######## design 1 ########
Design 1, supply network:
The bar under the picture is 20 um long. Pins as bars on the die edge.
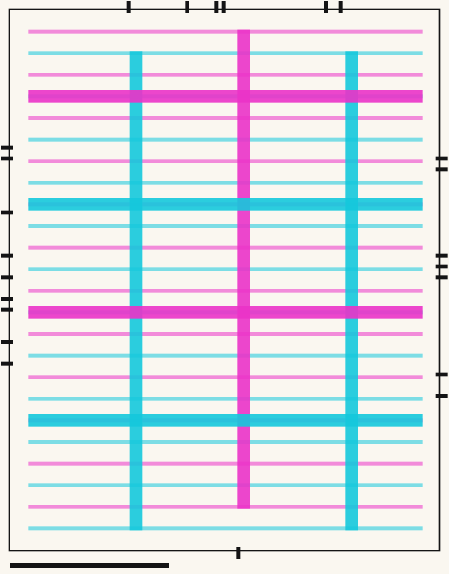

--- config.mk ---
export PLATFORM = sky130hd
export DESIGN_NAME = alu_serial_add
export DESIGN_NICKNAME = d
export VERILOG_FILES = /design/src/rtl/alu_serial_add_pkg.sv /design/src/rtl/alu_serial_add_full_adder.sv /design/src/rtl/alu_serial_add.sv
export SDC_FILE = /design/constraint.sdc
export NUM_CORES = 1
export LEC_CHECK = 0
export CORE_AREA = 2 2 52 66
export CTS_CLUSTER_SIZE = 16
export DETAILED_ROUTE_END_ITERATION = 8
export DIE_AREA = 0 0 54 68
export PLACE_DENSITY = 0.59
export RECOVER_POWER = 50
export SLEW_MARGIN = 20
export SYNTH_ARGS = -nofsm -noshare
export SYNTH_HDL_FRONTEND = slang
export SYNTH_SLANG_ARGS = --single-unit
--- constraint.sdc ---
create_clock -name clk -period 1.8 [get_ports clk]
set_input_delay 0.36 -clock clk [delete_from_list [all_inputs] [get_ports clk]]
set_output_delay 0.36 -clock clk [all_outputs]
set_load 0.03 [all_outputs]
--- src/rtl/alu_serial_add_pkg.sv ---
// ============================================================================
// Module      : alu_serial_add_pkg
// Description : Shared constants and types for the bit-serial adder: default
//               operand width, bit-counter width and FSM state encoding.
// Revision    : 1.0 - initial release
// ============================================================================
`default_nettype none

package alu_serial_add_pkg;

   localparam int ALU_WIDTH     = 5;
   localparam int ALU_CNT_WIDTH = $clog2(ALU_WIDTH);

   typedef enum logic {
      IDLE = 1'b0,
      RUN  = 1'b1
   } state_t;

endpackage : alu_serial_add_pkg

`default_nettype wire

--- src/rtl/alu_serial_add_full_adder.sv ---
// ============================================================================
// Module      : full_adder
// Description : Single-bit combinational full adder, evaluated once per clock
//               by the serial adder datapath.
// Ports       : a, b, cin  - addend bits and carry in
//               sum, cout  - sum bit and carry out
// Revision    : 1.0 - initial release
// ============================================================================
`default_nettype none

module full_adder (
   input  logic a,
   input  logic b,
   input  logic cin,
   output logic sum,
   output logic cout
);

   assign sum  = a ^ b ^ cin;
   assign cout = (a & b) | (a & cin) | (b & cin);

endmodule : full_adder

`default_nettype wire

--- src/rtl/alu_serial_add.sv ---
// ============================================================================
// Module      : alu_serial_add
// Description : Bit-serial adder, LSB first, one full-adder step per clock.
//               {carry_out, result} = operand_a + operand_b + carry_in.
// Ports       : clk, rst (async, active-high)
//               start, operand_a, operand_b, carry_in - request and operands
//               busy     - high while an addition is in progress
//               done     - one-cycle pulse when the outputs update
//               result, carry_out, overflow - last completed operation
// Revision    : 1.0 - initial release
// ============================================================================
`default_nettype none

module alu_serial_add
   import alu_serial_add_pkg::*;
#(
   parameter int WIDTH = ALU_WIDTH
) (
   input  logic             clk,
   input  logic             rst,
   input  logic             start,
   input  logic [WIDTH-1:0] operand_a,
   input  logic [WIDTH-1:0] operand_b,
   input  logic             carry_in,
   output logic             busy,
   output logic             done,
   output logic [WIDTH-1:0] result,
   output logic             carry_out,
   output logic             overflow
);

   // Counter width is clog2(WIDTH); the package value covers the default width.
   localparam int CNT_W = (WIDTH == ALU_WIDTH) ? ALU_CNT_WIDTH : $clog2(WIDTH);
   localparam logic [CNT_W-1:0] LAST_BIT = CNT_W'(WIDTH - 1);

   state_t           state, state_next;
   logic [WIDTH-1:0] a_sh, b_sh, acc_sh;
   logic             c;
   logic [CNT_W-1:0] cnt;

   logic             capture;
   logic             step;
   logic             finish;
   logic             sum_bit;
   logic             cout_bit;

   full_adder u_full_adder (
      .a    (a_sh[0]),
      .b    (b_sh[0]),
      .cin  (c),
      .sum  (sum_bit),
      .cout (cout_bit)
   );

   // ------------------------------------------------------------------------
   // FSM state register
   // ------------------------------------------------------------------------
   always_ff @(posedge clk or posedge rst) begin
      if (rst) begin
         state <= IDLE;
      end else begin
         state <= state_next;
      end
   end

   // ------------------------------------------------------------------------
   // Next-state and datapath control
   // ------------------------------------------------------------------------
   always_comb begin
      state_next = state;
      capture    = 1'b0;
      step       = 1'b0;
      finish     = 1'b0;
      case (state)
         IDLE: begin
            // start is only looked at here, so requests while busy are dropped
            if (start) begin
               capture    = 1'b1;
               state_next = RUN;
            end
         end
         RUN: begin
            step = 1'b1;
            if (cnt == LAST_BIT) begin
               finish     = 1'b1;
               state_next = IDLE;
            end
         end
         default: state_next = IDLE;
      endcase
   end

   // ------------------------------------------------------------------------
   // Shift registers, carry and counter
   // ------------------------------------------------------------------------
   always_ff @(posedge clk or posedge rst) begin
      if (rst) begin
         a_sh   <= '0;
         b_sh   <= '0;
         acc_sh <= '0;
         c      <= 1'b0;
         cnt    <= '0;
      end else if (capture) begin
         a_sh <= operand_a;
         b_sh <= operand_b;
         c    <= carry_in;
         cnt  <= '0;
      end else if (step) begin
         acc_sh <= {sum_bit, acc_sh[WIDTH-1:1]};
         a_sh   <= {1'b0, a_sh[WIDTH-1:1]};
         b_sh   <= {1'b0, b_sh[WIDTH-1:1]};
         c      <= cout_bit;
         cnt    <= cnt + 1'b1;
      end
   end

   // ------------------------------------------------------------------------
   // Handshake and result registers; results move only on the final bit
   // ------------------------------------------------------------------------
   always_ff @(posedge clk or posedge rst) begin
      if (rst) begin
         busy      <= 1'b0;
         done      <= 1'b0;
         result    <= '0;
         carry_out <= 1'b0;
         overflow  <= 1'b0;
      end else begin
         busy <= (state_next == RUN);
         done <= finish;
         if (finish) begin
            result    <= {sum_bit, acc_sh[WIDTH-1:1]};
            carry_out <= cout_bit;
            // c still holds the carry into the MSB at this point
            overflow  <= c ^ cout_bit;
         end
      end
   end

endmodule : alu_serial_add

`default_nettype wire

######## design 2 ########
### src/rtl/display_pkg.sv
// Shared types and constants for the two-digit seven-segment display multiplexer.
package display_pkg;

    typedef enum logic [1:0] {
        BLANK0,
        SHOW0,
        BLANK1,
        SHOW1
    } mux_state_t;

    localparam int unsigned REFRESH_DIV_DEF  = 24_000;
    localparam int unsigned BLANK_CYCLES_DEF = 120;

    // Anode enables are active-low (PNP drivers).
    localparam logic [1:0] AN_OFF = 2'b11;
    localparam logic [1:0] AN_D0  = 2'b10;
    localparam logic [1:0] AN_D1  = 2'b01;

    // Dwell counter width: enough bits to hold max(a, b) - 1, never less than one bit.
    function automatic int unsigned cnt_width(input int unsigned a, input int unsigned b);
        int unsigned m;
        int unsigned w;
        m = (a > b) ? a : b;
        w = $clog2(m);
        return (w < 1) ? 1 : w;
    endfunction

endpackage

### src/rtl/sync_2ff.sv
// Two-flop synchronizer for asynchronous level inputs (DIP switches); both stages clear on reset.
module sync_2ff #(
    parameter int unsigned WIDTH = 1
) (
    input  logic             clk,
    input  logic             reset,
    input  logic [WIDTH-1:0] d,
    output logic [WIDTH-1:0] q
);

    logic [WIDTH-1:0] meta_q, meta_d;
    logic [WIDTH-1:0] sync_q, sync_d;

    always_comb begin
        meta_d = d;
        sync_d = meta_q;
    end

    always_ff @(posedge clk) begin
        if (reset) begin
            meta_q <= '0;
            sync_q <= '0;
        end else begin
            meta_q <= meta_d;
            sync_q <= sync_d;
        end
    end

    assign q = sync_q;

endmodule

### src/rtl/display_mux.sv
// Time-multiplexes two synchronized switch nibbles onto the shared seven-segment decoder,
// with a dark blanking interval before each digit is lit to avoid ghosting.
module display_mux
    import display_pkg::*;
#(
    parameter int unsigned REFRESH_DIV  = REFRESH_DIV_DEF,
    parameter int unsigned BLANK_CYCLES = BLANK_CYCLES_DEF
) (
    input  logic       clk,
    input  logic       reset,
    input  logic [3:0] s0,
    input  logic [3:0] s1,
    output logic [3:0] num,
    output logic [1:0] an,
    output logic       digit
);

    localparam int unsigned CNT_W = cnt_width(REFRESH_DIV, BLANK_CYCLES);
    localparam logic [CNT_W-1:0] SHOW_LAST  = CNT_W'(REFRESH_DIV - 1);
    localparam logic [CNT_W-1:0] BLANK_LAST = CNT_W'(BLANK_CYCLES - 1);

    logic [3:0] s0_sync;
    logic [3:0] s1_sync;

    sync_2ff #(
        .WIDTH (4)
    ) u_sync_s0 (
        .clk   (clk),
        .reset (reset),
        .d     (s0),
        .q     (s0_sync)
    );

    sync_2ff #(
        .WIDTH (4)
    ) u_sync_s1 (
        .clk   (clk),
        .reset (reset),
        .d     (s1),
        .q     (s1_sync)
    );

    mux_state_t       state_q, state_d;
    logic [CNT_W-1:0] cnt_q, cnt_d;
    logic [3:0]       num_q, num_d;
    logic [1:0]       an_q, an_d;
    logic             is_show;
    logic             dwell_done;

    always_comb begin
        is_show    = (state_q == SHOW0) || (state_q == SHOW1);
        dwell_done = is_show ? (cnt_q == SHOW_LAST) : (cnt_q == BLANK_LAST);

        state_d = state_q;
        cnt_d   = cnt_q + 1'b1;
        if (dwell_done) begin
            cnt_d = '0;
            unique case (state_q)
                BLANK0:  state_d = SHOW0;
                SHOW0:   state_d = BLANK1;
                BLANK1:  state_d = SHOW1;
                default: state_d = BLANK0;
            endcase
        end

        // Loading only while dark keeps num frozen for the whole time an anode is on.
        num_d = num_q;
        unique case (state_q)
            BLANK0:  num_d = s0_sync;
            BLANK1:  num_d = s1_sync;
            default: num_d = num_q;
        endcase

        // Decoded from the next state so the anodes switch on the same edge as the FSM.
        unique case (state_d)
            SHOW0:   an_d = AN_D0;
            SHOW1:   an_d = AN_D1;
            default: an_d = AN_OFF;
        endcase
    end

    always_ff @(posedge clk) begin
        if (reset) begin
            state_q <= BLANK0;
            cnt_q   <= '0;
            num_q   <= '0;
            an_q    <= AN_OFF;
        end else begin
            state_q <= state_d;
            cnt_q   <= cnt_d;
            num_q   <= num_d;
            an_q    <= an_d;
        end
    end

    assign num   = num_q;
    assign an    = an_q;
    assign digit = (state_q == BLANK1) || (state_q == SHOW1);

endmodule
### config.mk
export PLATFORM = sky130hd
export DESIGN_NAME = display_mux
export DESIGN_NICKNAME = d
export VERILOG_FILES = /design/src/rtl/display_pkg.sv /design/src/rtl/sync_2ff.sv /design/src/rtl/display_mux.sv
export SDC_FILE = /design/constraint.sdc
export NUM_CORES = 1
export LEC_CHECK = 0
export CAP_MARGIN = 40
export CORE_MARGIN = 5
export CORE_UTILIZATION = 51
export CTS_CLUSTER_DIAMETER = 50
export CTS_CLUSTER_SIZE = 10
export DETAILED_ROUTE_END_ITERATION = 10
export PLACE_DENSITY = 0.83
export RECOVER_POWER = 50
export SYNTH_ARGS = -nofsm -noshare
export SYNTH_HDL_FRONTEND = slang
export SYNTH_SLANG_ARGS = --single-unit
export TNS_END_PERCENT = 1
### constraint.sdc
create_clock -name clk -period 5.1 [get_ports clk]
set_clock_uncertainty 0.05 [all_clocks]
set_input_delay 1.02 -clock clk [delete_from_list [all_inputs] [get_ports clk]]
set_output_delay 1.02 -clock clk [all_outputs]
set_load 0.02 [all_outputs]
######## design 3 ########
[src/rtl/mccpu_pkg.sv]
// rtl/mccpu_pkg.sv - opcode/funct constants, ALU ops and FSM states for the multi-cycle core
package mccpu_pkg;

  typedef enum logic [2:0] {
    ST_FETCH  = 3'd0,
    ST_DECODE = 3'd1,
    ST_EXEC   = 3'd2,
    ST_MEM    = 3'd3,
    ST_WB     = 3'd4,
    ST_HALT   = 3'd5
  } state_t;

  typedef enum logic [2:0] {
    ALU_ADD,
    ALU_SUB,
    ALU_AND,
    ALU_OR,
    ALU_SLT,
    ALU_SLL,
    ALU_SRL,
    ALU_LUI
  } alu_op_t;

  localparam logic [5:0] OP_RTYPE = 6'h00;
  localparam logic [5:0] OP_J     = 6'h02;
  localparam logic [5:0] OP_BEQ   = 6'h04;
  localparam logic [5:0] OP_BNE   = 6'h05;
  localparam logic [5:0] OP_ADDI  = 6'h08;
  localparam logic [5:0] OP_ANDI  = 6'h0C;
  localparam logic [5:0] OP_ORI   = 6'h0D;
  localparam logic [5:0] OP_LUI   = 6'h0F;
  localparam logic [5:0] OP_LW    = 6'h23;
  localparam logic [5:0] OP_SW    = 6'h2B;

  localparam logic [5:0] FN_SLL = 6'h00;
  localparam logic [5:0] FN_SRL = 6'h02;
  localparam logic [5:0] FN_ADD = 6'h20;
  localparam logic [5:0] FN_SUB = 6'h22;
  localparam logic [5:0] FN_AND = 6'h24;
  localparam logic [5:0] FN_OR  = 6'h25;
  localparam logic [5:0] FN_SLT = 6'h2A;

  // Shifts operate on b (rt) by shamt; lui places b's low half on top.
  function automatic logic [31:0] alu_calc(input alu_op_t op, input logic [31:0] a,
                                           input logic [31:0] b, input logic [4:0] sh);
    logic [31:0] r;
    r = 32'h0;
    case (op)
      ALU_ADD: r = a + b;
      ALU_SUB: r = a - b;
      ALU_AND: r = a & b;
      ALU_OR:  r = a | b;
      ALU_SLT: r = {31'h0, $signed(a) < $signed(b)};
      ALU_SLL: r = b << sh;
      ALU_SRL: r = b >> sh;
      ALU_LUI: r = {b[15:0], 16'h0};
      default: r = 32'h0;
    endcase
    return r;
  endfunction

endpackage

[src/rtl/mccpu_if.sv]
// rtl/mccpu_if.sv - shared instruction/data memory port with req/ready handshake
interface mccpu_if #(parameter int ADDR_W = 32);
  logic              Mem_Req;
  logic              Mem_Wen;
  logic [ADDR_W-1:0] Mem_Addr;
  logic [31:0]       Mem_Wdata;
  logic [31:0]       Mem_Rdata;
  logic              Mem_Ready;

  modport master (output Mem_Req, Mem_Wen, Mem_Addr, Mem_Wdata,
                  input  Mem_Rdata, Mem_Ready);
  modport slave  (input  Mem_Req, Mem_Wen, Mem_Addr, Mem_Wdata,
                  output Mem_Rdata, Mem_Ready);
endinterface

[src/rtl/mccpu_regfile.sv]
// rtl/mccpu_regfile.sv - 32x32 register file, two async reads, one sync write, r0 reads zero
module mccpu_regfile (
  input  logic        clk,
  input  logic        we,
  input  logic [4:0]  waddr,
  input  logic [31:0] wdata,
  input  logic [4:0]  raddr1,
  input  logic [4:0]  raddr2,
  output logic [31:0] rdata1,
  output logic [31:0] rdata2
);
  // Contents survive reset; r0 is never written and always reads zero.
  logic [31:0] regs [0:31];

  always_ff @(posedge clk) begin
    if (we && (waddr != 5'd0)) regs[waddr] <= wdata;
  end

  assign rdata1 = (raddr1 == 5'd0) ? 32'h0 : regs[raddr1];
  assign rdata2 = (raddr2 == 5'd0) ? 32'h0 : regs[raddr2];
endmodule

[src/rtl/mccpu_core.sv]
// rtl/mccpu_core.sv - multi-cycle MIPS32-subset core sharing one memory port for fetch and data
module mccpu_core
  import mccpu_pkg::*;
#(
  parameter int          ADDR_W   = 32,
  parameter logic [31:0] RESET_PC = 32'h0000_0000,
  parameter int          CNT_W    = 32
) (
  input  logic             Clock,
  input  logic             Resetn,
  mccpu_if.master          mem,
  output logic [31:0]      PC,
  output logic [31:0]      Inst,
  output logic [31:0]      Alu_Result,
  output logic [2:0]       State,
  output logic             Halted,
  output logic [CNT_W-1:0] Retired
);
  state_t           state_q, state_d;
  logic [31:0]      pc_q, pc_d, ir_q, alu_q, mdr_q, a_q, b_q;
  logic [CNT_W-1:0] cnt_q;
  logic             active_q, retire, mem_req, xfer;
  logic [31:0]      rd1, rd2;

  logic [5:0]  opcode, funct;
  logic [4:0]  rs, rt, rd, shamt;
  logic [15:0] imm16;
  assign opcode = ir_q[31:26];
  assign rs     = ir_q[25:21];
  assign rt     = ir_q[20:16];
  assign rd     = ir_q[15:11];
  assign shamt  = ir_q[10:6];
  assign funct  = ir_q[5:0];
  assign imm16  = ir_q[15:0];

  logic    illegal, is_r, use_imm, zext, is_beq, is_bne, is_j, is_lw, is_sw;
  alu_op_t alu_op;

  always_comb begin
    illegal = 1'b0;
    is_r    = 1'b0;
    use_imm = 1'b0;
    zext    = 1'b0;
    is_beq  = 1'b0;
    is_bne  = 1'b0;
    is_j    = 1'b0;
    is_lw   = 1'b0;
    is_sw   = 1'b0;
    alu_op  = ALU_ADD;
    case (opcode)
      OP_RTYPE: begin
        is_r = 1'b1;
        case (funct)
          FN_ADD:  alu_op = ALU_ADD;
          FN_SUB:  alu_op = ALU_SUB;
          FN_AND:  alu_op = ALU_AND;
          FN_OR:   alu_op = ALU_OR;
          FN_SLT:  alu_op = ALU_SLT;
          FN_SLL:  alu_op = ALU_SLL;
          FN_SRL:  alu_op = ALU_SRL;
          default: illegal = 1'b1;
        endcase
      end
      OP_ADDI: use_imm = 1'b1;
      OP_ANDI: begin use_imm = 1'b1; zext = 1'b1; alu_op = ALU_AND; end
      OP_ORI:  begin use_imm = 1'b1; zext = 1'b1; alu_op = ALU_OR;  end
      OP_LUI:  begin use_imm = 1'b1; alu_op = ALU_LUI; end
      OP_LW:   begin use_imm = 1'b1; is_lw = 1'b1; end
      OP_SW:   begin use_imm = 1'b1; is_sw = 1'b1; end
      OP_BEQ:  begin is_beq = 1'b1; alu_op = ALU_SUB; end
      OP_BNE:  begin is_bne = 1'b1; alu_op = ALU_SUB; end
      OP_J:    is_j = 1'b1;
      default: illegal = 1'b1;
    endcase
  end

  logic [31:0] simm, op_b, alu_out, pc_plus4, br_target;
  logic        br_taken;
  assign simm      = {{16{imm16[15]}}, imm16};
  assign op_b      = use_imm ? (zext ? {16'h0, imm16} : simm) : b_q;
  assign alu_out   = alu_calc(alu_op, a_q, op_b, shamt);
  assign pc_plus4  = pc_q + 32'd4;
  assign br_target = pc_plus4 + {simm[29:0], 2'b00};
  assign br_taken  = (is_beq && (a_q == b_q)) || (is_bne && (a_q != b_q));

  // The port stays quiet for the first cycle after reset even though the FSM sits in FETCH.
  assign mem_req = active_q && ((state_q == ST_FETCH) || (state_q == ST_MEM));
  assign xfer    = mem_req && mem.Mem_Ready;

  always_comb begin
    state_d = state_q;
    pc_d    = pc_q;
    retire  = 1'b0;
    case (state_q)
      ST_FETCH:  if (xfer) state_d = ST_DECODE;
      ST_DECODE: state_d = illegal ? ST_HALT : ST_EXEC;
      ST_EXEC: begin
        if (is_beq || is_bne) begin
          pc_d    = br_taken ? br_target : pc_plus4;
          retire  = 1'b1;
          state_d = ST_FETCH;
        end else if (is_j) begin
          pc_d    = {pc_plus4[31:28], ir_q[25:0], 2'b00};
          retire  = 1'b1;
          state_d = ST_FETCH;
        end else if (is_lw || is_sw) begin
          state_d = (alu_out[1:0] != 2'b00) ? ST_HALT : ST_MEM;
        end else begin
          state_d = ST_WB;
        end
      end
      ST_MEM: begin
        if (xfer) begin
          if (is_sw) begin
            pc_d    = pc_plus4;
            retire  = 1'b1;
            state_d = ST_FETCH;
          end else begin
            state_d = ST_WB;
          end
        end
      end
      ST_WB: begin
        pc_d    = pc_plus4;
        retire  = 1'b1;
        state_d = ST_FETCH;
      end
      ST_HALT: state_d = ST_HALT;
      default: state_d = ST_HALT;
    endcase
  end

  always_ff @(posedge Clock) begin
    if (!Resetn) begin
      state_q  <= ST_FETCH;
      pc_q     <= RESET_PC;
      ir_q     <= 32'h0;
      alu_q    <= 32'h0;
      mdr_q    <= 32'h0;
      a_q      <= 32'h0;
      b_q      <= 32'h0;
      cnt_q    <= '0;
      active_q <= 1'b0;
    end else begin
      state_q  <= state_d;
      pc_q     <= pc_d;
      active_q <= 1'b1;
      if ((state_q == ST_FETCH) && xfer) ir_q <= mem.Mem_Rdata;
      if (state_q == ST_DECODE) begin
        a_q <= rd1;
        b_q <= rd2;
      end
      if (state_q == ST_EXEC) alu_q <= alu_out;
      if ((state_q == ST_MEM) && xfer && !is_sw) mdr_q <= mem.Mem_Rdata;
      if (retire) cnt_q <= cnt_q + 1'b1;
    end
  end

  mccpu_regfile u_rf (
    .clk    (Clock),
    .we     (state_q == ST_WB),
    .waddr  (is_r ? rd : rt),
    .wdata  (is_lw ? mdr_q : alu_q),
    .raddr1 (rs),
    .raddr2 (rt),
    .rdata1 (rd1),
    .rdata2 (rd2)
  );

  assign mem.Mem_Req   = mem_req;
  assign mem.Mem_Wen   = (state_q == ST_MEM) && is_sw;
  assign mem.Mem_Addr  = (state_q == ST_MEM) ? alu_q[ADDR_W-1:0] : pc_q[ADDR_W-1:0];
  assign mem.Mem_Wdata = b_q;

  assign PC         = pc_q;
  assign Inst       = ir_q;
  assign Alu_Result = alu_q;
  assign State      = state_q;
  assign Halted     = (state_q == ST_HALT);
  assign Retired    = cnt_q;
endmodule

[src/flat_wrapper.sv]
// flat-port wrapper written by rule: the top's interface ports become plain ports
module mccpu_core_flat import mccpu_pkg::*;
#(
  parameter int          ADDR_W   = 32,
  parameter logic [31:0] RESET_PC = 32'h0000_0000,
  parameter int          CNT_W    = 32
)
  (Clock, Resetn, PC, Inst, Alu_Result, State, Halted, Retired, mem_Mem_Req, mem_Mem_Wen, mem_Mem_Addr, mem_Mem_Wdata, mem_Mem_Rdata, mem_Mem_Ready);
  mccpu_if #(.ADDR_W(ADDR_W)) mem_i ();
  input  logic Clock;
  input  logic Resetn;
  output logic [31:0] PC;
  output logic [31:0] Inst;
  output logic [31:0] Alu_Result;
  output logic [2:0] State;
  output logic Halted;
  output logic [CNT_W-1:0] Retired;
  output wire logic [$bits(mem_i.Mem_Req)-1:0] mem_Mem_Req;
  output wire logic [$bits(mem_i.Mem_Wen)-1:0] mem_Mem_Wen;
  output wire logic [$bits(mem_i.Mem_Addr)-1:0] mem_Mem_Addr;
  output wire logic [$bits(mem_i.Mem_Wdata)-1:0] mem_Mem_Wdata;
  input wire logic [$bits(mem_i.Mem_Rdata)-1:0] mem_Mem_Rdata;
  input wire logic [$bits(mem_i.Mem_Ready)-1:0] mem_Mem_Ready;
  assign mem_Mem_Req = mem_i.Mem_Req;
  assign mem_Mem_Wen = mem_i.Mem_Wen;
  assign mem_Mem_Addr = mem_i.Mem_Addr;
  assign mem_Mem_Wdata = mem_i.Mem_Wdata;
  assign mem_i.Mem_Rdata = mem_Mem_Rdata;
  assign mem_i.Mem_Ready = mem_Mem_Ready;
  mccpu_core #(.ADDR_W(ADDR_W), .RESET_PC(RESET_PC), .CNT_W(CNT_W)) u_core (.Clock(Clock), .Resetn(Resetn), .mem(mem_i), .PC(PC), .Inst(Inst), .Alu_Result(Alu_Result), .State(State), .Halted(Halted), .Retired(Retired));
endmodule
[config.mk]
export PLATFORM = sky130hd
export DESIGN_NAME = mccpu_core_flat
export DESIGN_NICKNAME = d
export VERILOG_FILES = /design/src/rtl/mccpu_pkg.sv /design/src/rtl/mccpu_if.sv /design/src/rtl/mccpu_regfile.sv /design/src/rtl/mccpu_core.sv /design/src/flat_wrapper.sv
export SDC_FILE = /design/constraint.sdc
export NUM_CORES = 2
export LEC_CHECK = 0
export CORE_UTILIZATION = 35
export DETAILED_ROUTE_END_ITERATION = 10
export SYNTH_ARGS = -nofsm -noshare
export SYNTH_HDL_FRONTEND = slang
export SYNTH_SLANG_ARGS = --single-unit
[constraint.sdc]
create_clock -name Clock -period 9.2 [get_ports Clock]
set_input_delay 0.92 -clock Clock [delete_from_list [all_inputs] [get_ports Clock]]
set_output_delay 0.92 -clock Clock [all_outputs]
set_load 0.02 [all_outputs]
######## design 4 ########
`config.mk`:
```
export PLATFORM = sky130hd
export DESIGN_NAME = cronos_ctrl
export DESIGN_NICKNAME = d
export VERILOG_FILES = /design/src/rtl/cronos_ctrl.sv
export SDC_FILE = /design/constraint.sdc
export NUM_CORES = 1
export LEC_CHECK = 0
export CAP_MARGIN = 40
export CELL_PAD_IN_SITES_DETAIL_PLACEMENT = 0
export CELL_PAD_IN_SITES_GLOBAL_PLACEMENT = 1
export CORE_ASPECT_RATIO = 0.75
export CORE_MARGIN = 5
export CORE_UTILIZATION = 47
export CTS_BUF_LIST = sky130_fd_sc_hd__clkbuf_16
export CTS_CLUSTER_DIAMETER = 120
export DETAILED_ROUTE_END_ITERATION = 10
export GPL_TIMING_DRIVEN = 0
export PLACE_DENSITY = 0.89
export SYNTH_ARGS = -nofsm -noshare
export SYNTH_HDL_FRONTEND = slang
export SYNTH_SLANG_ARGS = --single-unit
export TNS_END_PERCENT = 10
```
`constraint.sdc`:
```
create_clock -name osc_clk -period 2.8 [get_ports osc_clk]
set_input_delay 0.42 -clock osc_clk [delete_from_list [all_inputs] [get_ports osc_clk]]
set_output_delay 0.42 -clock osc_clk [all_outputs]
set_load 0.02 [all_outputs]
```
`src/rtl/cronos_ctrl.sv`:
```
// -----------------------------------------------------------------------------
// cronos_ctrl
//
// Run/pause/lap controller for the four-digit chronometer. Sits between the
// board push-buttons and the seconds/minutes counter chain and decides when
// the counters advance, clear, or when the display freezes on a lap value.
//
// Build option:
//   CRONOS_DEBOUNCE_EN  defined   -> per-button debounce counter is present
//                       undefined -> conditioned level is the synchroniser
//                                    output (DEB_CYCLES unused)
//
// Parameters:
//   TICK_DIV    osc_clk cycles per counter tick (>= 2)
//   DEB_CYCLES  consecutive stable samples to accept a button change (>= 1)
//
// Ports:
//   osc_clk    in   system clock, rising edge
//   reset      in   synchronous, active-high reset
//   btn_start  in   raw start/stop button (asynchronous)
//   btn_lap    in   raw lap/clear button (asynchronous)
//   cnt_en     out  one-cycle pulse advancing the units-of-seconds counter
//   cnt_clr    out  one-cycle pulse clearing all four digit counters
//   disp_hold  out  1 = display shows the frozen lap value
//   state      out  IDLE=00, RUN=01, PAUSE=10, LAP=11
// -----------------------------------------------------------------------------
module cronos_ctrl #(
   parameter int TICK_DIV   = 50_000_000,
   parameter int DEB_CYCLES = 500_000
) (
   input  logic       osc_clk,
   input  logic       reset,
   input  logic       btn_start,
   input  logic       btn_lap,
   output logic       cnt_en,
   output logic       cnt_clr,
   output logic       disp_hold,
   output logic [1:0] state
);

   localparam int PRESC_W = (TICK_DIV > 1) ? $clog2(TICK_DIV) : 1;
   localparam logic [PRESC_W-1:0] PRESC_LAST = PRESC_W'(TICK_DIV - 1);

   typedef enum logic [1:0] {
      IDLE  = 2'b00,
      RUN   = 2'b01,
      PAUSE = 2'b10,
      LAP   = 2'b11
   } state_t;

   // Reject parameter values the prescaler and debouncer cannot honour.
   generate
      if (TICK_DIV < 2 || DEB_CYCLES < 1) begin : g_bad_params
         $error("cronos_ctrl: TICK_DIV must be >= 2 and DEB_CYCLES >= 1");
      end
   endgenerate

   // Button vectors use bit 0 for start and bit 1 for lap throughout.
   logic [1:0] sync1_q, sync1_d;
   logic [1:0] sync2_q, sync2_d;
   logic [1:0] level;
   logic [1:0] prev_q, prev_d;
   logic [1:0] press;
   logic       press_start;
   logic       press_lap;

   state_t               state_q, state_d;
   logic [PRESC_W-1:0]   presc_q, presc_d;
   logic                 cnt_clr_q, cnt_clr_d;
   logic                 counting_q;
   logic                 counting_d;

   // Two-flop synchroniser: the raw buttons are asynchronous to osc_clk, so
   // nothing downstream looks at them before two register stages.
   always_comb begin
      sync1_d = {btn_lap, btn_start};
      sync2_d = sync1_q;
   end

`ifdef CRONOS_DEBOUNCE_EN
   localparam int DEB_W = $clog2(DEB_CYCLES + 1);
   localparam logic [DEB_W-1:0] DEB_LAST = DEB_W'(DEB_CYCLES - 1);

   logic [1:0]            level_q, level_d;
   logic [1:0][DEB_W-1:0] deb_cnt_q, deb_cnt_d;

   // Debouncer: the accepted level only follows the synchronised sample once
   // it has disagreed with the accepted level for DEB_CYCLES consecutive
   // samples. Any agreeing sample restarts the count, so short bounces die here.
   always_comb begin
      level_d   = level_q;
      deb_cnt_d = '0;
      for (int i = 0; i < 2; i++) begin
         if (sync2_q[i] != level_q[i]) begin
            if (deb_cnt_q[i] == DEB_LAST) begin
               level_d[i] = sync2_q[i];
            end else begin
               deb_cnt_d[i] = deb_cnt_q[i] + DEB_W'(1);
            end
         end
      end
   end

   assign level = level_q;
`else
   // Already-clean inputs: the synchroniser output is the conditioned level.
   assign level = sync2_q;
`endif

   // Rising-edge detect on the conditioned level. Releases are ignored and a
   // held button yields one press because prev_q catches up after one cycle.
   // When both buttons press together, start wins and lap is dropped.
   always_comb begin
      prev_d      = level;
      press       = level & ~prev_q;
      press_start = press[0];
      press_lap   = press[1] & ~press[0];
   end

   // Next-state logic for the run/pause/lap sequencer.
   always_comb begin
      state_d = state_q;
      unique case (state_q)
         IDLE: begin
            if (press_start) state_d = RUN;
         end
         RUN: begin
            if (press_start)    state_d = PAUSE;
            else if (press_lap) state_d = LAP;
         end
         LAP: begin
            if (press_start)    state_d = PAUSE;
            else if (press_lap) state_d = RUN;
         end
         PAUSE: begin
            if (press_start)    state_d = RUN;
            else if (press_lap) state_d = IDLE;
         end
         default: state_d = IDLE;
      endcase
   end

   // Prescaler and clear pulse. The prescaler only advances when the timer
   // is counting both before and after the edge; on the edge into PAUSE and
   // on the resume edge it holds, so a pause taken right on the terminal
   // count keeps TICK_DIV-1 and fires cnt_en again on the first RUN cycle.
   // Entering IDLE zeroes the phase. cnt_clr is registered so it lines up
   // with the first cycle in which state reads IDLE after PAUSE.
   always_comb begin
      counting_q = (state_q == RUN) || (state_q == LAP);
      counting_d = (state_d == RUN) || (state_d == LAP);
      presc_d    = presc_q;
      if (state_d == IDLE) begin
         presc_d = '0;
      end else if (counting_q && counting_d) begin
         if (presc_q == PRESC_LAST) begin
            presc_d = '0;
         end else begin
            presc_d = presc_q + PRESC_W'(1);
         end
      end
      cnt_clr_d = (state_q == PAUSE) && (state_d == IDLE);
   end

   // Outputs are decoded from registers only, so nothing here depends
   // combinationally on the buttons.
   always_comb begin
      cnt_en    = ((state_q == RUN) || (state_q == LAP)) && (presc_q == PRESC_LAST);
      cnt_clr   = cnt_clr_q;
      disp_hold = (state_q == LAP);
      state     = state_q;
   end

   // State register: every flop clears on reset, which therefore overrides
   // any press or tick in the same cycle.
   always_ff @(posedge osc_clk) begin
      if (reset) begin
         sync1_q   <= '0;
         sync2_q   <= '0;
         prev_q    <= '0;
         state_q   <= IDLE;
         presc_q   <= '0;
         cnt_clr_q <= 1'b0;
`ifdef CRONOS_DEBOUNCE_EN
         level_q   <= '0;
         deb_cnt_q <= '0;
`endif
      end else begin
         sync1_q   <= sync1_d;
         sync2_q   <= sync2_d;
         prev_q    <= prev_d;
         state_q   <= state_d;
         presc_q   <= presc_d;
         cnt_clr_q <= cnt_clr_d;
`ifdef CRONOS_DEBOUNCE_EN
         level_q   <= level_d;
         deb_cnt_q <= deb_cnt_d;
`endif
      end
   end

endmodule
```
Design 4, supply network:
The bar under the picture is 20 um long. Pins as bars on the die edge.
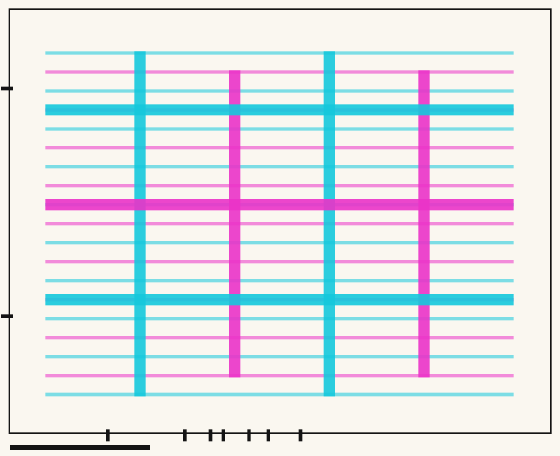
- VDD: magenta
- VSS: cyan
- signal pins: 9
- rows: 18
Peak VDD IR: 0.527 mV
Die Y: 60.6 um
Core ar.: 0.00329 mm^2

==> flow_metrics.tcl, design 4 <==
# implementation run metrics
set metrics [dict create \
    wl_per_cell_um 13.6 \
    placed_cells 233 \
    p_total_w 0.00125 \
    finClkSkew_ns 0.00490 \
    cp_max_fo 5 \
    finalHoldViolations 0 \
    syn-instance-count 185 \
    most_common_cell "dfxtp_1" \
    cts_sinks 35 \
    grt_pass1_wl_um 5840 \
    setup_viol 0 \
    comb_cells 142 \
    cts_buffers 5 \
    status "completed" \
    ant_nets 0 \
    layout_top_cells "dfxtp_1, nor2_1, nand2_1" \
    buffers 15 \
    die-area_mm2 0.00469 \
    hold_class "register to register" \
    grt_usage_pct 16.4 \
    seqPwrFrac_pct 40.3 \
    grt_pass1_vias 1215 \
]
[design 4: timing repair]
action | in CTS | in global routing
hold buffers | 0 | 0
resized | 1 | 0
endpoints found under the hold margin | 0 | 0
endpoints found under the setup margin | 1 | 0
[design 4: layer usage]
metal | track usage [%] | vias to the layer above
li1 | - | 676
met1 | 22.8 | 586
met2 | 23.1 | 25
met3 | 5.79 | 9
met4 | 7.35 | 0
met5 | 0 | -
[design 4: critical path, delay by kind of cell, from the launching register on]
kind / cells / cell delay (ns)
buf+inv: 1 / 0.33
flops: 1 / 0.35
simple gates: 4 / 1.17
Design 2, supply network:
The bar under the picture is 20 um long. Pins as bars on the die edge.
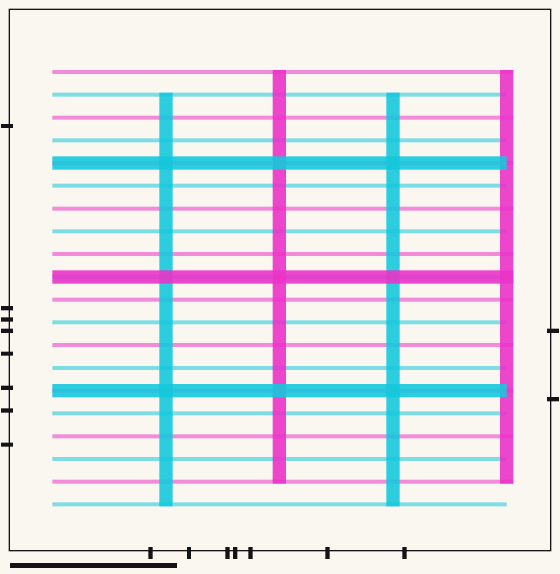
- VDD: magenta
- VSS: cyan
- met4 straps: 4
- signal pins: 17
- met1 rails: 20
- rows: 19
- met5 straps: 3
Core ar.: 0.00281 mm^2
Peak VDD IR: 0.182 mV

==> flow_metrics.tcl, design 2 <==
# implementation run metrics
set metrics [dict create \
    initCoreUtil_pct 54.1 \
    syn-instance-count 159 \
    synthFlopType "dfxtp_1" \
    timing.hold.ws_ns 0.389 \
    cpPeakStageDelay_ns 0.53 \
    routed-wl-met2_um 1260 \
    worst_slack_ns 1.91 \
    syn_area_mm2 0.00152 \
    synth_xor_xnor_area_share_pct 7.51 \
    die-area_mm2 0.00416 \
    cts-root-buf "clkbuf_4" \
    synthArstFlopShare_pct 0 \
    end_kind "output pin" \
    tns_ns 0 \
    placed_cells 200 \
    cp.arrival_ns 2.12 \
    clock_tree_area_fraction_pct 4.61 \
    postCtsSetupBuffers 0 \
    inv_count 7 \
    worstSetupEndpoint "digit" \
    ant_nets 0 \
    cts.clk_slew.worst_paths_ns 0.12 \
    min_from "u_sync_s1.meta_q[1]$_SDFF_PP0_" \
    crit_cells 4 \
    cts_sinks 39 \
    top_cells_by_count "dfxtp_1, nor2_1, nor2b_1" \
    worstPathRequired_ns 4.03 \
    status "completed" \
    dp_hpwl_um 1890 \
    pre_cts_slack_ns 2.28 \
    wl_met1_um 1160 \
    seq_share_pct 44.2 \
    grt_pass1_vias 1102 \
    grt-ovfl-total 0 \
    final_util_pct 62.9 \
    dr.pass1.iters 4 \
    crit_buf_inv 2 \
    antenna_cells 0 \
    p_per_area_mw_per_mm2 309 \
    busiest_layer "met2" \
    edf_count 0 \
    maxSlewHeadroom_pct 51.4 \
    reg2reg_from "cnt_q[0]$_SDFF_PP0_" \
    met1_usage_pct 15.9 \
]
## design 2: report_power, final
group | switching [W] | internal, W | total, W | leakage, nW
clock network | 0.000101 | 0.000103 | 0.000204 | 0.0452
registers | 0.00000370 | 0.000313 | 0.000317 | 0.319
logic | 0.0000109 | 0.0000138 | 0.0000247 | 0.313
total | 0.000115 | 0.000430 | 0.000545 | 0.677
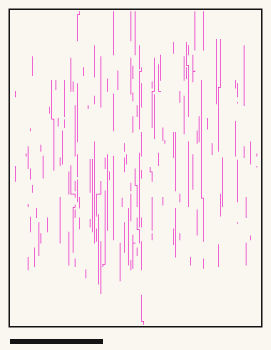
Design 1: signal wires on met2
The bar under the picture is 20 um long.
- wire length on this layer: 886 um
- longest straight run: 25.3 um
- nets with wire on the layer: 111
- main direction: vertical
M2 GR Usage: 19.7%
DR vias: 711
WL final: 1920 um

Notes on 'supply network' of design 1 above:
- VDD: magenta
- VSS: cyan
- met5 straps: 4
- met1 rails: 24
- signal pins: 23
- met4 straps: 3
- rows: 23

==> flow_metrics.tcl, design 1 <==
# implementation run metrics
set metrics [dict create \
    power_frac_clock_pct 15.1 \
    cpPeakStageDelay_ns 0.68 \
    lay_top_count "dfrtp_1" \
    aoi_share_pct 5.29 \
    drt_iter0_drc 5 \
    synthTopLogicFamily "multiplexers" \
    min_to "b_sh[3]$_DFFE_PP0P_" \
    status "completed" \
    cts.clk_slew.worst_paths_ns 0.09 \
    wl_per_cell_um 12.8 \
    finalNetCount 131 \
    antenna_cells 0 \
    num_rows 23 \
    timing.hold.ws_ns 0.489 \
    globalplace.congestion 0.665 \
    die-area_mm2 0.00367 \
    insertion_delay_ns 0.27 \
    final_area_mm2 0.00148 \
    ys_cells 90 \
    grt_max_degree 31 \
    place_area_mm2 0.00144 \
    top_cell_area_share_pct 57.1 \
    port_buffers 22 \
    ios 23 \
    reg2reg_from "cnt[1]$_DFFE_PP0P_" \
    dp_hpwl_um 1340 \
    synthFlopType "dfrtp_1" \
    crit_cells 1 \
    syn2layout_area_growth_pct 25.4 \
    top_power_group "combinational logic" \
    swShare_pct 34.8 \
    postCtsSetupBuffers 0 \
    crit_slowest_cell "clkdlybuf4s50_1" \
    setup_viol 0 \
    final_util_pct 47.7 \
    h-tree-depth 1 \
    worstSetupEndpoint "result[2]" \
    core_mm2 0.00311 \
    fp_nets 107 \
    yosys_warnings 0 \
    grt-ovfl-total 0 \
    worst_slack_ns 0.128 \
    cts_hold_buf 0 \
    crit_chain "clkdlybuf4s50_1" \
    die_h_um 68 \
    tightest_slew_ns 0.669 \
]
## design 1: registers in the layout, indices dropped and copies added, names as in the netlist
signal     cells
b_sh           5
busy           1
acc_sh         4
done           1
overflow       1
c              1
cnt            3
carry_out      1
a_sh           5
result         5
## design 1: area by class of cell
cell class                 count  area (um^2)
clock buffer                   4         45.0
fill                         304         1620
inverter                       3         11.3
multi-input combinational     54          455
sequential                    27          676
tap                           37         46.3
timing repair buffer          25          250
## design 1: layer usage
metal,global-route usage (%),vias to the layer above,share of wire (%)
met2,19.7,18,46
met1,17.5,346,49
met3,1.97,2,3.7
li1,-,345,-
met4,3.75,0,0.73
met5,0,-,0
Design 3, clock nets:
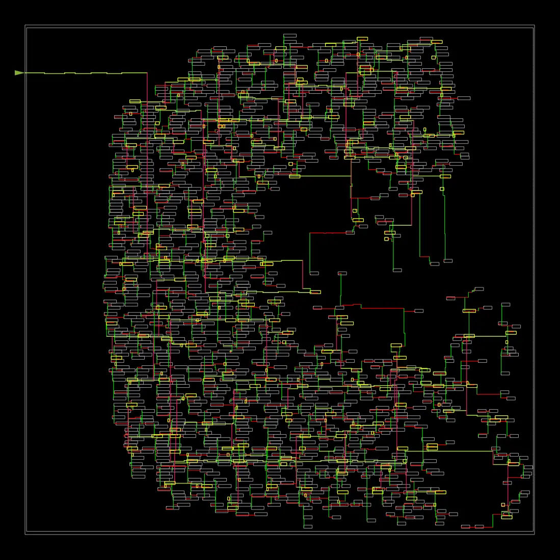
Clock group: 0.00555 W
CTS Sinks: 1260
flop count: 1260
CLK BUF: 183
Late-Pin Clk Latency: 0.82 ns

==> flow_metrics.tcl, design 3 <==
# implementation run metrics
set metrics [dict create \
    status "completed" \
    p_total_w 0.0165 \
    wl_per_cell_um 34.6 \
    critPathLaunchType "register" \
    cts_hold_buf 0 \
    ys_ff 1260 \
    grt_pass1_wl_um 365000 \
    crit_cells 16 \
    largest_reg_flops 1024 \
    grt_max_degree 98 \
    gr-usage-met3_pct 5.78 \
    ys_seq_share_pct 52.1 \
    critPathKind "register to register" \
    cts_tree "yes" \
    placed_cells 7324 \
]
[design 3: worst min-delay path, delay by kind of cell (launching register included)]
| kind | cells | cell delay (ns) |
|---|---|---|
| flip-flops | 1 | 0.30 |
| AND-OR/OR-AND | 1 | 0.06 |
| AND/OR/NAND/NOR | 1 | 0.04 |
[design 3: layout make-up]
class | instances | area (um^2)
well taps | 2526 | 3160
fillers | 17600 | 115000
repair buffers | 373 | 3430
clock inverters | 66 | 617
clock buffers | 183 | 3820
flip-flops and latches | 1260 | 35500
diodes | 11 | 27.5
inverters | 125 | 472
multi-input cells | 3040 | 31200


==> screenshots <==
Signal wires on met3.
image #1
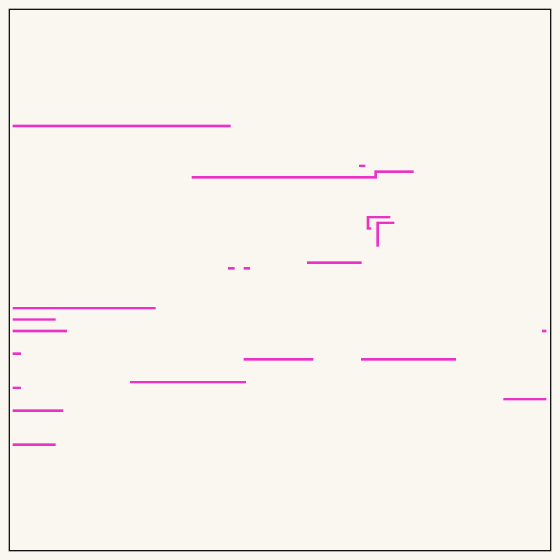
image #2
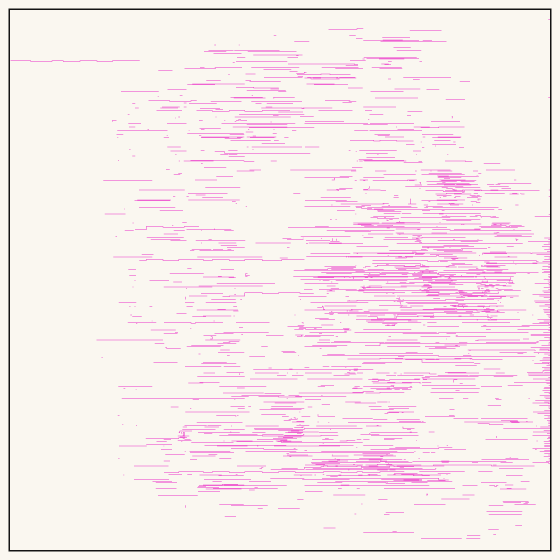
image #3
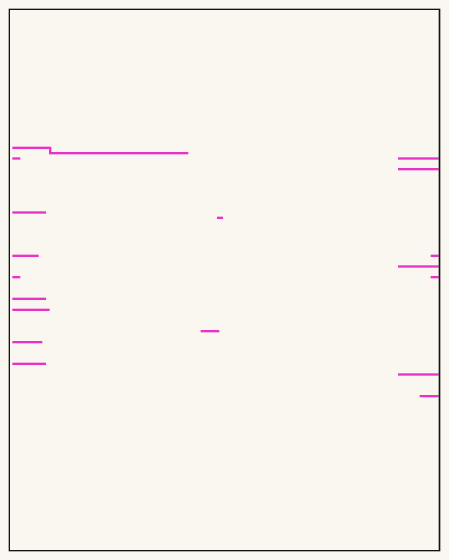
image #4
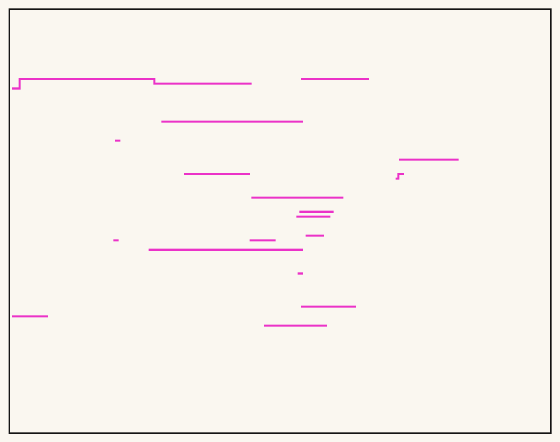
image #3: design 1
image #2: design 3
image #1: design 2
image #4: design 4


==> layout pictures side by side <==
Signal wires on met2.
Plate I
The bar under the picture is 100 um long.
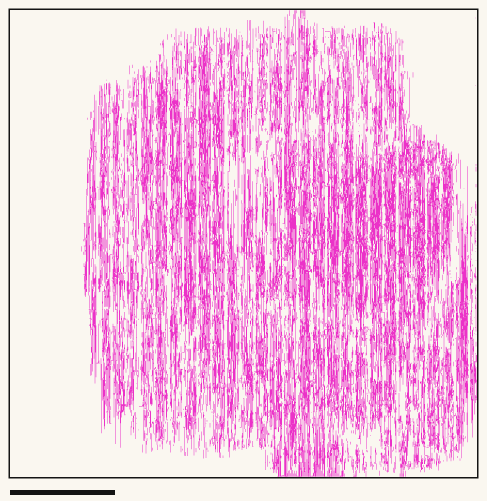
Plate II
The bar under the picture is 20 um long.
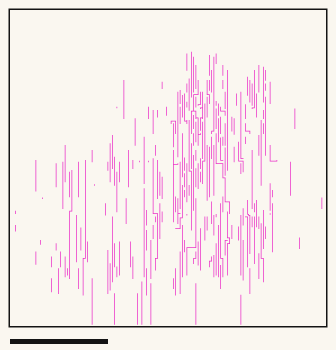
Plate III
The bar under the picture is 20 um long.
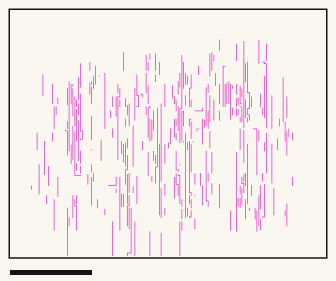
The one with the largest die is Plate I.
design 4: Plate III
design 3: Plate I
design 2: Plate II

Key to Plate I:
- nets with wire on the layer: 4375
- longest straight run: 164 um
- main direction: vertical

No activity file was given, so power comes from the tool's default toggle rates.
